######## add26_seq ########
Fig. 1: add26_seq, sequential cells coloured by netlist name
Scale: 4 px per um. Other sequential cells in the stronger grey, the rest of the logic in the fainter grey.
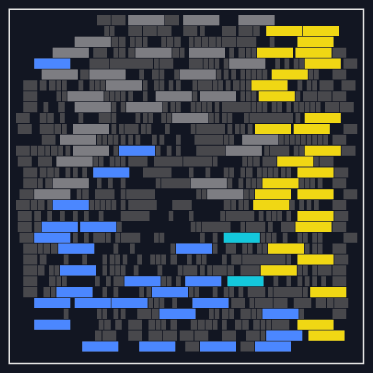

File: src/rtl/add26_seq.sv
// add26_seq: 26-bit adder that reuses one 13-bit ripple adder over two passes
module Full_adder_13bits (
    input  logic [12:0] a,
    input  logic [12:0] b,
    input  logic        c_in,
    output logic [13:0] sum
);
    logic [13:0] c;
    assign c[0] = c_in;
    genvar i;
    generate
        for (i = 0; i < 13; i++) begin : g_fa
            assign sum[i]   = a[i] ^ b[i] ^ c[i];
            assign c[i + 1] = (a[i] & b[i]) | (c[i] & (a[i] ^ b[i]));
        end
    endgenerate
    assign sum[13] = c[13];
endmodule

module add26_seq #(
    parameter int HALF_W = 13
) (
    input  logic                clk,
    input  logic                rst,
    input  logic                start,
    input  logic [2*HALF_W-1:0] a,
    input  logic [2*HALF_W-1:0] b,
    input  logic                c_in,
    output logic                busy,
    output logic                done,
    output logic [2*HALF_W:0]   sum
);
    typedef enum logic [1:0] {IDLE, LO, HI, DONE} state_t;
    state_t              state;
    logic [2*HALF_W-1:0] a_r, b_r;
    logic                cin_r, carry_r;
    logic [HALF_W-1:0]   add_a, add_b;
    logic                add_ci;
    logic [HALF_W:0]     add_s;
    logic                hi;
    assign hi     = state == HI;
    assign add_a  = hi ? a_r[2*HALF_W-1:HALF_W] : a_r[HALF_W-1:0];
    assign add_b  = hi ? b_r[2*HALF_W-1:HALF_W] : b_r[HALF_W-1:0];
    assign add_ci = hi ? carry_r : cin_r;
    assign busy   = state == LO || state == HI;
    assign done   = state == DONE;
    Full_adder_13bits u_add (
        .a    (add_a),
        .b    (add_b),
        .c_in (add_ci),
        .sum  (add_s)
    );
    // sequencer: capture operands, low pass, high pass, present result
    always_ff @(posedge clk or posedge rst) begin
        if (rst) begin
            state   <= IDLE;
            a_r     <= '0;
            b_r     <= '0;
            cin_r   <= 1'b0;
            carry_r <= 1'b0;
            sum     <= '0;
        end else begin
            case (state)
                IDLE, DONE: begin
                    if (start) begin
                        a_r   <= a;
                        b_r   <= b;
                        cin_r <= c_in;
                        state <= LO;
                    end else begin
                        state <= IDLE;
                    end
                end
                LO: begin
                    sum[HALF_W-1:0] <= add_s[HALF_W-1:0];
                    carry_r         <= add_s[HALF_W];
                    state           <= HI;
                end
                default: begin
                    sum[2*HALF_W:HALF_W] <= add_s;
                    state                <= DONE;
                end
            endcase
        end
    end
endmodule

File: config.mk
export PLATFORM = sky130hd
export DESIGN_NAME = add26_seq
export DESIGN_NICKNAME = d
export VERILOG_FILES = /design/src/rtl/add26_seq.sv
export SDC_FILE = /design/constraint.sdc
export NUM_CORES = 1
export LEC_CHECK = 0
export ABC_AREA = 1
export CAP_MARGIN = 20
export CORE_MARGIN = 1
export CORE_UTILIZATION = 55
export DETAILED_ROUTE_END_ITERATION = 6
export GPL_TIMING_DRIVEN = 1
export MAX_ROUTING_LAYER = met4
export PLACE_DENSITY = 0.95
export SETUP_SLACK_MARGIN = 0.5
export SYNTH_ARGS = -nofsm -noshare
export SYNTH_HDL_FRONTEND = slang
export SYNTH_SLANG_ARGS = --single-unit
export TNS_END_PERCENT = 1
File: constraint.sdc
create_clock -name clk -period 13.85 [get_ports clk]
set_input_delay 2.0775 -clock clk [delete_from_list [all_inputs] [get_ports clk]]
set_output_delay 2.0775 -clock clk [all_outputs]
set_load 0.1 [all_outputs]
######## uart_rx_frame ########
**config.mk**
```make
export PLATFORM = sky130hd
export DESIGN_NAME = uart_rx_frame
export DESIGN_NICKNAME = d
export VERILOG_FILES = /design/src/rtl/uart_rx_pkg.sv /design/src/rtl/uart_baud_tick.sv /design/src/rtl/uart_rx_frame.sv
export SDC_FILE = /design/constraint.sdc
export NUM_CORES = 1
export LEC_CHECK = 0
export ABC_AREA = 1
export CORE_MARGIN = 2
export CORE_UTILIZATION = 47
export DETAILED_ROUTE_END_ITERATION = 10
export PLACE_DENSITY = 0.8
export SETUP_SLACK_MARGIN = 0.02
export SYNTH_ARGS = -nofsm -noshare
export SYNTH_HDL_FRONTEND = slang
export SYNTH_SLANG_ARGS = --single-unit
```
**constraint.sdc**
```tcl
create_clock -name PCLK -period 2.8 [get_ports PCLK]
set_clock_uncertainty 0.05 [all_clocks]
set_input_delay 0.28 -clock PCLK [delete_from_list [all_inputs] [get_ports PCLK]]
set_output_delay 0.28 -clock PCLK [all_outputs]
set_load 0.05 [all_outputs]
```
**src/rtl/uart_rx_pkg.sv**
```systemverilog
`default_nettype none
// +----------------------------------------------------------------------+
// | Module : uart_rx_pkg                                                 |
// | Brief  : Shared state encoding, defaults and counter-width helper    |
// | Rev    : 1.0  initial release                                        |
// +----------------------------------------------------------------------+
package uart_rx_pkg;

    typedef enum logic [2:0] {
        ST_IDLE   = 3'd0,
        ST_START  = 3'd1,
        ST_DATA   = 3'd2,
        ST_PARITY = 3'd3,
        ST_STOP   = 3'd4
    } rx_state_t;

    localparam int c_DEF_OVERSAMPLE = 16;
    localparam int c_DEF_DATA_BITS  = 8;

    // Bits needed to hold values 0..n-1
    function automatic int cnt_width(input int n);
        return (n <= 2) ? 1 : $clog2(n);
    endfunction

endpackage
`default_nettype wire

```
**src/rtl/uart_baud_tick.sv**
```systemverilog
`default_nettype none
// +----------------------------------------------------------------------+
// | Module : uart_baud_tick                                              |
// | Brief  : Divisor counter producing a one-cycle oversample tick       |
// | Rev    : 1.0  initial release                                        |
// +----------------------------------------------------------------------+
module uart_baud_tick #(
    parameter int DIV_W = 16
) (
    input  logic             PCLK,
    input  logic             PRESET,
    input  logic [DIV_W-1:0] baud_div,
    input  logic             clear,
    output logic             tick
);

    logic [DIV_W-1:0] r_cnt;
    logic [DIV_W-1:0] w_last;

    // A divisor of 0 behaves as 1; >= tolerates the divisor shrinking mid-count
    assign w_last = (baud_div == '0) ? '0 : baud_div - 1'b1;
    assign tick   = ~clear & (r_cnt >= w_last);

    always_ff @(posedge PCLK) begin
        if (PRESET || clear) begin
            r_cnt <= '0;
        end else if (r_cnt >= w_last) begin
            r_cnt <= '0;
        end else begin
            r_cnt <= r_cnt + 1'b1;
        end
    end

endmodule
`default_nettype wire

```
**src/rtl/uart_rx_frame.sv**
```systemverilog
`default_nettype none
// +----------------------------------------------------------------------+
// | Module : uart_rx_frame                                               |
// | Brief  : Oversampling UART receiver with valid/ready holding register|
// | Rev    : 1.0  initial release                                        |
// +----------------------------------------------------------------------+
module uart_rx_frame
    import uart_rx_pkg::*;
#(
    parameter int DATA_BITS  = c_DEF_DATA_BITS,
    parameter int OVERSAMPLE = c_DEF_OVERSAMPLE,
    parameter int DIV_W      = 16
) (
    input  logic                 PCLK,
    input  logic                 PRESET,
    input  logic                 RX,
    input  logic [DIV_W-1:0]     baud_div,
    input  logic                 parity_en,
    input  logic                 parity_odd,
    input  logic                 stop2,
    output logic [DATA_BITS-1:0] rx_data,
    output logic                 rx_valid,
    input  logic                 rx_ready,
    output logic                 parity_err,
    output logic                 frame_err,
    output logic                 overrun,
    output logic                 busy
);

    localparam int c_TCNT_W = cnt_width(OVERSAMPLE);
    localparam int c_BCNT_W = cnt_width(DATA_BITS);

    localparam logic [c_TCNT_W-1:0] c_HALF_M1 = c_TCNT_W'(OVERSAMPLE / 2 - 1);
    localparam logic [c_TCNT_W-1:0] c_FULL_M1 = c_TCNT_W'(OVERSAMPLE - 1);
    localparam logic [c_BCNT_W-1:0] c_LAST_BIT = c_BCNT_W'(DATA_BITS - 1);

    rx_state_t r_state;
    rx_state_t w_state_nxt;

    logic                 r_rx_meta;
    logic                 r_rx_sync;
    logic                 r_rx_prev;
    logic [c_TCNT_W-1:0]  r_tcnt;
    logic [c_BCNT_W-1:0]  r_bcnt;
    logic [DATA_BITS-1:0] r_shift;
    logic                 r_perr_w;
    logic                 r_ferr_w;
    logic                 r_stop_second;
    logic                 r_par_en;
    logic                 r_par_odd;
    logic                 r_stop2;
    logic [DATA_BITS-1:0] r_rx_data;
    logic                 r_rx_valid;
    logic                 r_parity_err;
    logic                 r_frame_err;
    logic                 r_overrun;

    logic w_tick;
    logic w_start_det;
    logic w_at_pt;
    logic w_frame_end;
    logic w_ferr_final;

    // Only a falling edge seen while idle starts a frame
    assign w_start_det  = (r_state == ST_IDLE) & r_rx_prev & ~r_rx_sync;
    assign w_at_pt      = w_tick & ((r_state == ST_START) ? (r_tcnt == c_HALF_M1)
                                                           : (r_tcnt == c_FULL_M1));
    assign w_ferr_final = r_ferr_w | ~r_rx_sync;

    uart_baud_tick #(
        .DIV_W (DIV_W)
    ) u_baud_tick (
        .PCLK     (PCLK),
        .PRESET   (PRESET),
        .baud_div (baud_div),
        .clear    (w_start_det),
        .tick     (w_tick)
    );

    always_ff @(posedge PCLK) begin
        if (PRESET) begin
            r_state <= ST_IDLE;
        end else begin
            r_state <= w_state_nxt;
        end
    end

    always_comb begin
        w_state_nxt = r_state;
        w_frame_end = 1'b0;
        case (r_state)
            ST_IDLE:   if (w_start_det) w_state_nxt = ST_START;
            ST_START:  if (w_at_pt) w_state_nxt = r_rx_sync ? ST_IDLE : ST_DATA;
            ST_DATA:   if (w_at_pt && (r_bcnt == c_LAST_BIT))
                           w_state_nxt = r_par_en ? ST_PARITY : ST_STOP;
            ST_PARITY: if (w_at_pt) w_state_nxt = ST_STOP;
            ST_STOP: begin
                // Leave mid-stop-bit so a back-to-back start edge is not missed
                if (w_at_pt && (!r_stop2 || r_stop_second)) begin
                    w_state_nxt = ST_IDLE;
                    w_frame_end = 1'b1;
                end
            end
            default:   w_state_nxt = ST_IDLE;
        endcase
    end

    always_ff @(posedge PCLK) begin
        if (PRESET) begin
            r_rx_meta     <= 1'b1;
            r_rx_sync     <= 1'b1;
            r_rx_prev     <= 1'b1;
            r_tcnt        <= '0;
            r_bcnt        <= '0;
            r_shift       <= '0;
            r_perr_w      <= 1'b0;
            r_ferr_w      <= 1'b0;
            r_stop_second <= 1'b0;
            r_par_en      <= 1'b0;
            r_par_odd     <= 1'b0;
            r_stop2       <= 1'b0;
            r_rx_data     <= '0;
            r_rx_valid    <= 1'b0;
            r_parity_err  <= 1'b0;
            r_frame_err   <= 1'b0;
            r_overrun     <= 1'b0;
        end else begin
            r_rx_meta <= RX;
            r_rx_sync <= r_rx_meta;
            r_rx_prev <= r_rx_sync;
            r_overrun <= 1'b0;

            if (w_start_det) begin
                r_tcnt        <= '0;
                r_bcnt        <= '0;
                r_perr_w      <= 1'b0;
                r_ferr_w      <= 1'b0;
                r_stop_second <= 1'b0;
                r_par_en      <= parity_en;
                r_par_odd     <= parity_odd;
                r_stop2       <= stop2;
            end else if ((r_state != ST_IDLE) && w_tick) begin
                r_tcnt <= w_at_pt ? '0 : r_tcnt + 1'b1;
            end

            if (w_at_pt) begin
                case (r_state)
                    ST_DATA: begin
                        r_shift <= {r_rx_sync, r_shift[DATA_BITS-1:1]};
                        r_bcnt  <= r_bcnt + 1'b1;
                    end
                    ST_PARITY: r_perr_w <= ((^r_shift) ^ r_rx_sync) != r_par_odd;
                    ST_STOP: begin
                        if (!r_rx_sync) r_ferr_w <= 1'b1;
                        r_stop_second <= 1'b1;
                    end
                    default: ;
                endcase
            end

            if (w_frame_end) begin
                if (!r_rx_valid || rx_ready) begin
                    r_rx_data    <= r_shift;
                    r_parity_err <= r_perr_w;
                    r_frame_err  <= w_ferr_final;
                    r_rx_valid   <= 1'b1;
                end else begin
                    r_overrun <= 1'b1;
                end
            end else if (r_rx_valid && rx_ready) begin
                r_rx_valid <= 1'b0;
            end
        end
    end

    assign rx_data    = r_rx_data;
    assign rx_valid   = r_rx_valid;
    assign parity_err = r_parity_err;
    assign frame_err  = r_frame_err;
    assign overrun    = r_overrun;
    assign busy       = (r_state != ST_IDLE);

endmodule
`default_nettype wire

```

==> gallery <==
Cells by drive strength.
Scale: 6 px per um.
Plate I
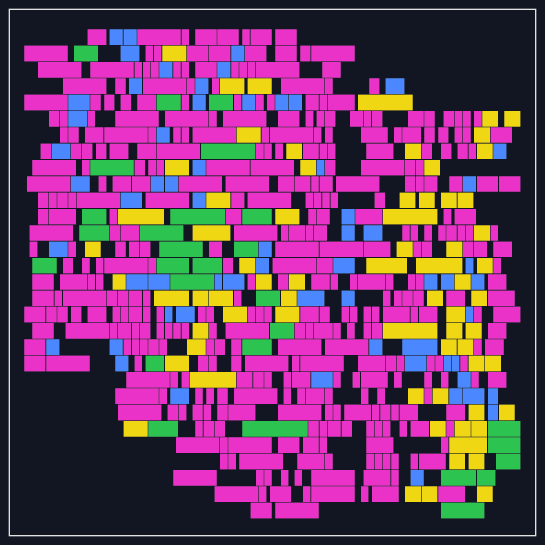
Plate II
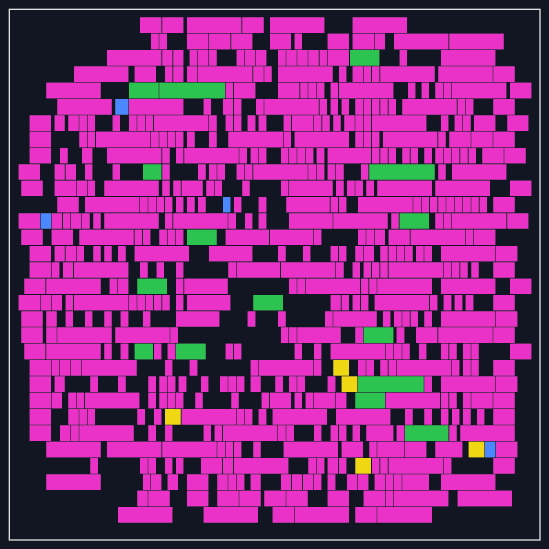
- uart_rx_frame = Plate I
- add26_seq = Plate II

Key to Plate I:
| size | colour | cells | share | most used |
|---|---|---|---|---|
| _0 and _1 cells | magenta | 394 | 71% | nand2_1 |
| _6 and larger | green | 28 | 5.1% | buf_6 |
| _3 and _4 cells | yellow | 69 | 12% | buf_4 |
| _2 cells | blue | 62 | 11% | nor2_2 |

Fig. 2: add26_seq, met3 routing
Scale: 6 px per um.
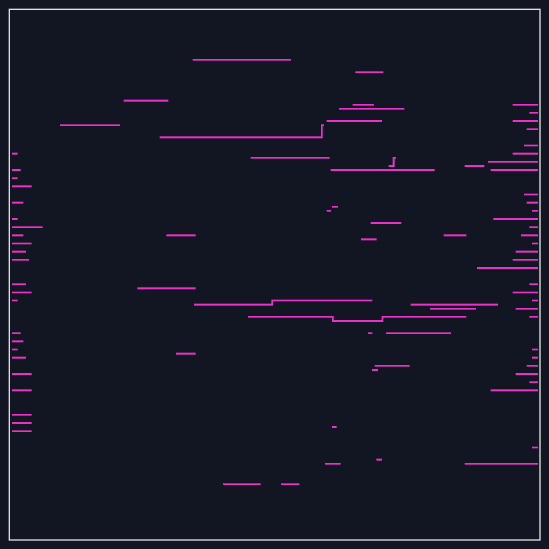
nets with wire on the layer: 71
wire length on this layer: 423 um
share of all routed wire: 4.6%
main direction: horizontal
longest straight run: 26.9 um

Fig. 3: add26_seq, clock wiring as the flow saved it
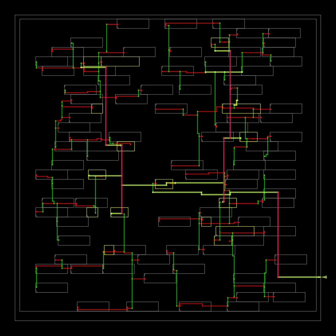
CTS sink count: 83
flop count: 83
Clock Buffer Count: 9
CTS Buf Count: 9

About Fig. 1:
| netlist name | colour | flops |
|---|---|---|
| state | cyan | 2 |
| a_r | blue | 26 |
| sum | yellow | 27 |
Reg area: 2080 um^2
post-layout util: 71.5%
fraction of area in registers: 40.2%

==> impl_metrics.ini, add26_seq <==
; implementation run metrics
[status]
outcome = finished, final reports clean

[final_timing]
timing.hold.ws_ps = 475
timing.final.ws_setup_ps = 7260
finalSetupViolCount = 0
fmaxAchievable_ghz = 0.152
fin_tns_setup_ps = 0
tightest_slew_ps = 978

[global_routing]
grt_pass1_wl_mm = 15.5
grt_start_max_net_pins = 84
antenna_found_initial = 0
grt_pass1_vias = 3324
met1_usage_pct = 35.1
busiest_layer = met2

[critical_path]
path_depth = 24
timing.critical_path.max_delay_family = adder cells
worstPathArrival_ps = 6840
crit_path_end = sum[12]
crit_start = state[0]
critPathMaxFanout = 28

[route]
vias = 3420
drc = 0
viasPerCell = 4.96
top_layer = met4
first_pass_iters = 5
drt_iter0_drc = 164

[final_layout]
n_antenna_cell = 0
final-comb-area_um2 = 1600
top_regs = sum (27), a_r (26), b_r (26)
regMostFlops = sum
largest_cell_class = sequential cells
final_nets = 659
postLayoutCellArea_um2 = 5160

[cts]
post_cts_resized = 0
cts_setup_buffers = 0
path_clk_slew_ps = 90

[yosys]
synth_chip_area_um2 = 4090
synthArstFlopShare_pct = 100
synthesis.area_um2 = 4090
synthAdderAreaFrac_pct = 7.59
yosysTopAreaCell = dfrtp_1
ys_types = 12
yosys_most_used_dff = dfrtp_1
synthSimpleGateAreaFrac_pct = 31.3
synth_cells = 514

[place]
dp_hpwl_mm = 6.53
gp_congestion = 0.872
io_buffers = 84

[hold_path]
holdPathEnd = a_r[12]
holdCritStartpoint = a_r[12]

[die]
placementRows = 31

[flow_run]
drv_cap = 0
Fig. 4: uart_rx_frame, met3 routing
Scale: 6 px per um.
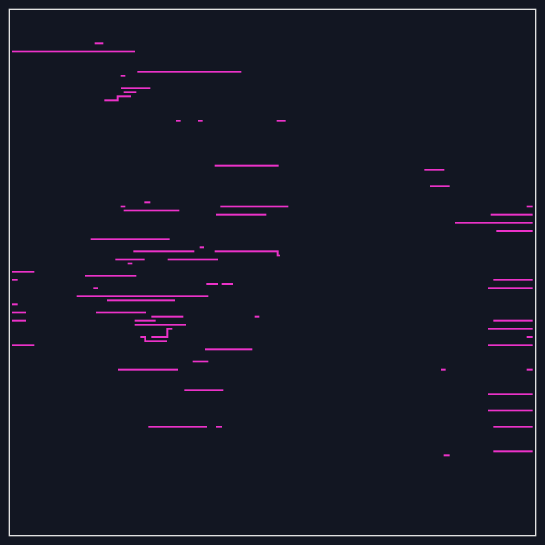
wire length on this layer: 359 um
share of all routed wire: 4.2%
longest straight run: 21.6 um
nets with wire on the layer: 50

==> impl_metrics.ini, uart_rx_frame <==
; implementation run metrics
[final_timing]
slew_violations = 0
fin_tns_setup_ps = -483
min_period_ps = 2870
timing.final.ws_setup_ps = -72.0
relSlewSlack_pct = 7.06
hold_violations = 0
fmaxAchievable_ghz = 0.348
finalSetupViolCount = 15
post-route-period-util_pct = 103

[final_layout]
final_core_util_pct = 68.8
postLayoutCellArea_um2 = 4650
design.seq.count = 55
area_growth_pct = 42.0
final_nets = 597
nFillCells = 496
comb_share_pct = 46.9
lay_top_cells = nand2_1, inv_1, dfxtp_1

[yosys]
postSynthSeqShare_pct = 33.6
synth_chip_area_um2 = 3280
ys_ff = 55
edf_count = 0
yosys.area_share.aoi_pct = 9.21
fp_nets = 506

[status]
violations = setup timing
outcome = complete, but fails checks

[critical_path]
end_kind = flip-flop
r2r_end = r_state[1]
r2r_cells = 10
worstPathCellList = buf_8, inv_6, nand3_4, nor3_2, inv_1, nor2_2, inv_2, nor4_4, nand3_1, xnor2_1, nand2_1, ha_4, nand4_1, nor3_2, nand2_2, nand2_4, nand2_4, clkinv_4, nand4_4, clkbuf_16, nand2_2, nand2_1, nor2_1
r2r_slack_ps = 280

[route]
dr_wl_met3_um = 359

[cts]
postCtsHoldBufs = 0

[place]
place_ws_ps = -970

[hold_path]
hold_path_depth = 1

[die]
design.core.area_um2 = 6760


==> notes/layouts.md <==
Pictures saved along the way, in no particular order.

Wiring heat map.
panel A
Scale: 4 px per um. The die is cut into 17 by 17 equal tiles; black is low, pale yellow is high, scaled to the fullest tile. Values are wire area over tile area, all layers added.
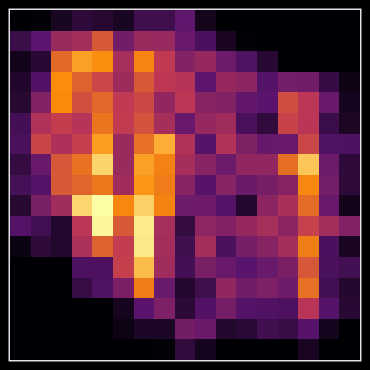
panel B
Scale: 4 px per um. The die is cut into 18 by 18 equal tiles; black is low, pale yellow is high, scaled to the fullest tile. Values are wire area over tile area, all layers added.
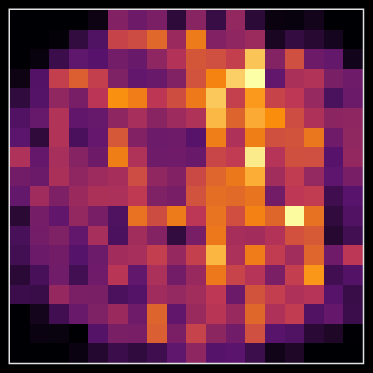
uart_rx_frame is panel A.
add26_seq is panel B.

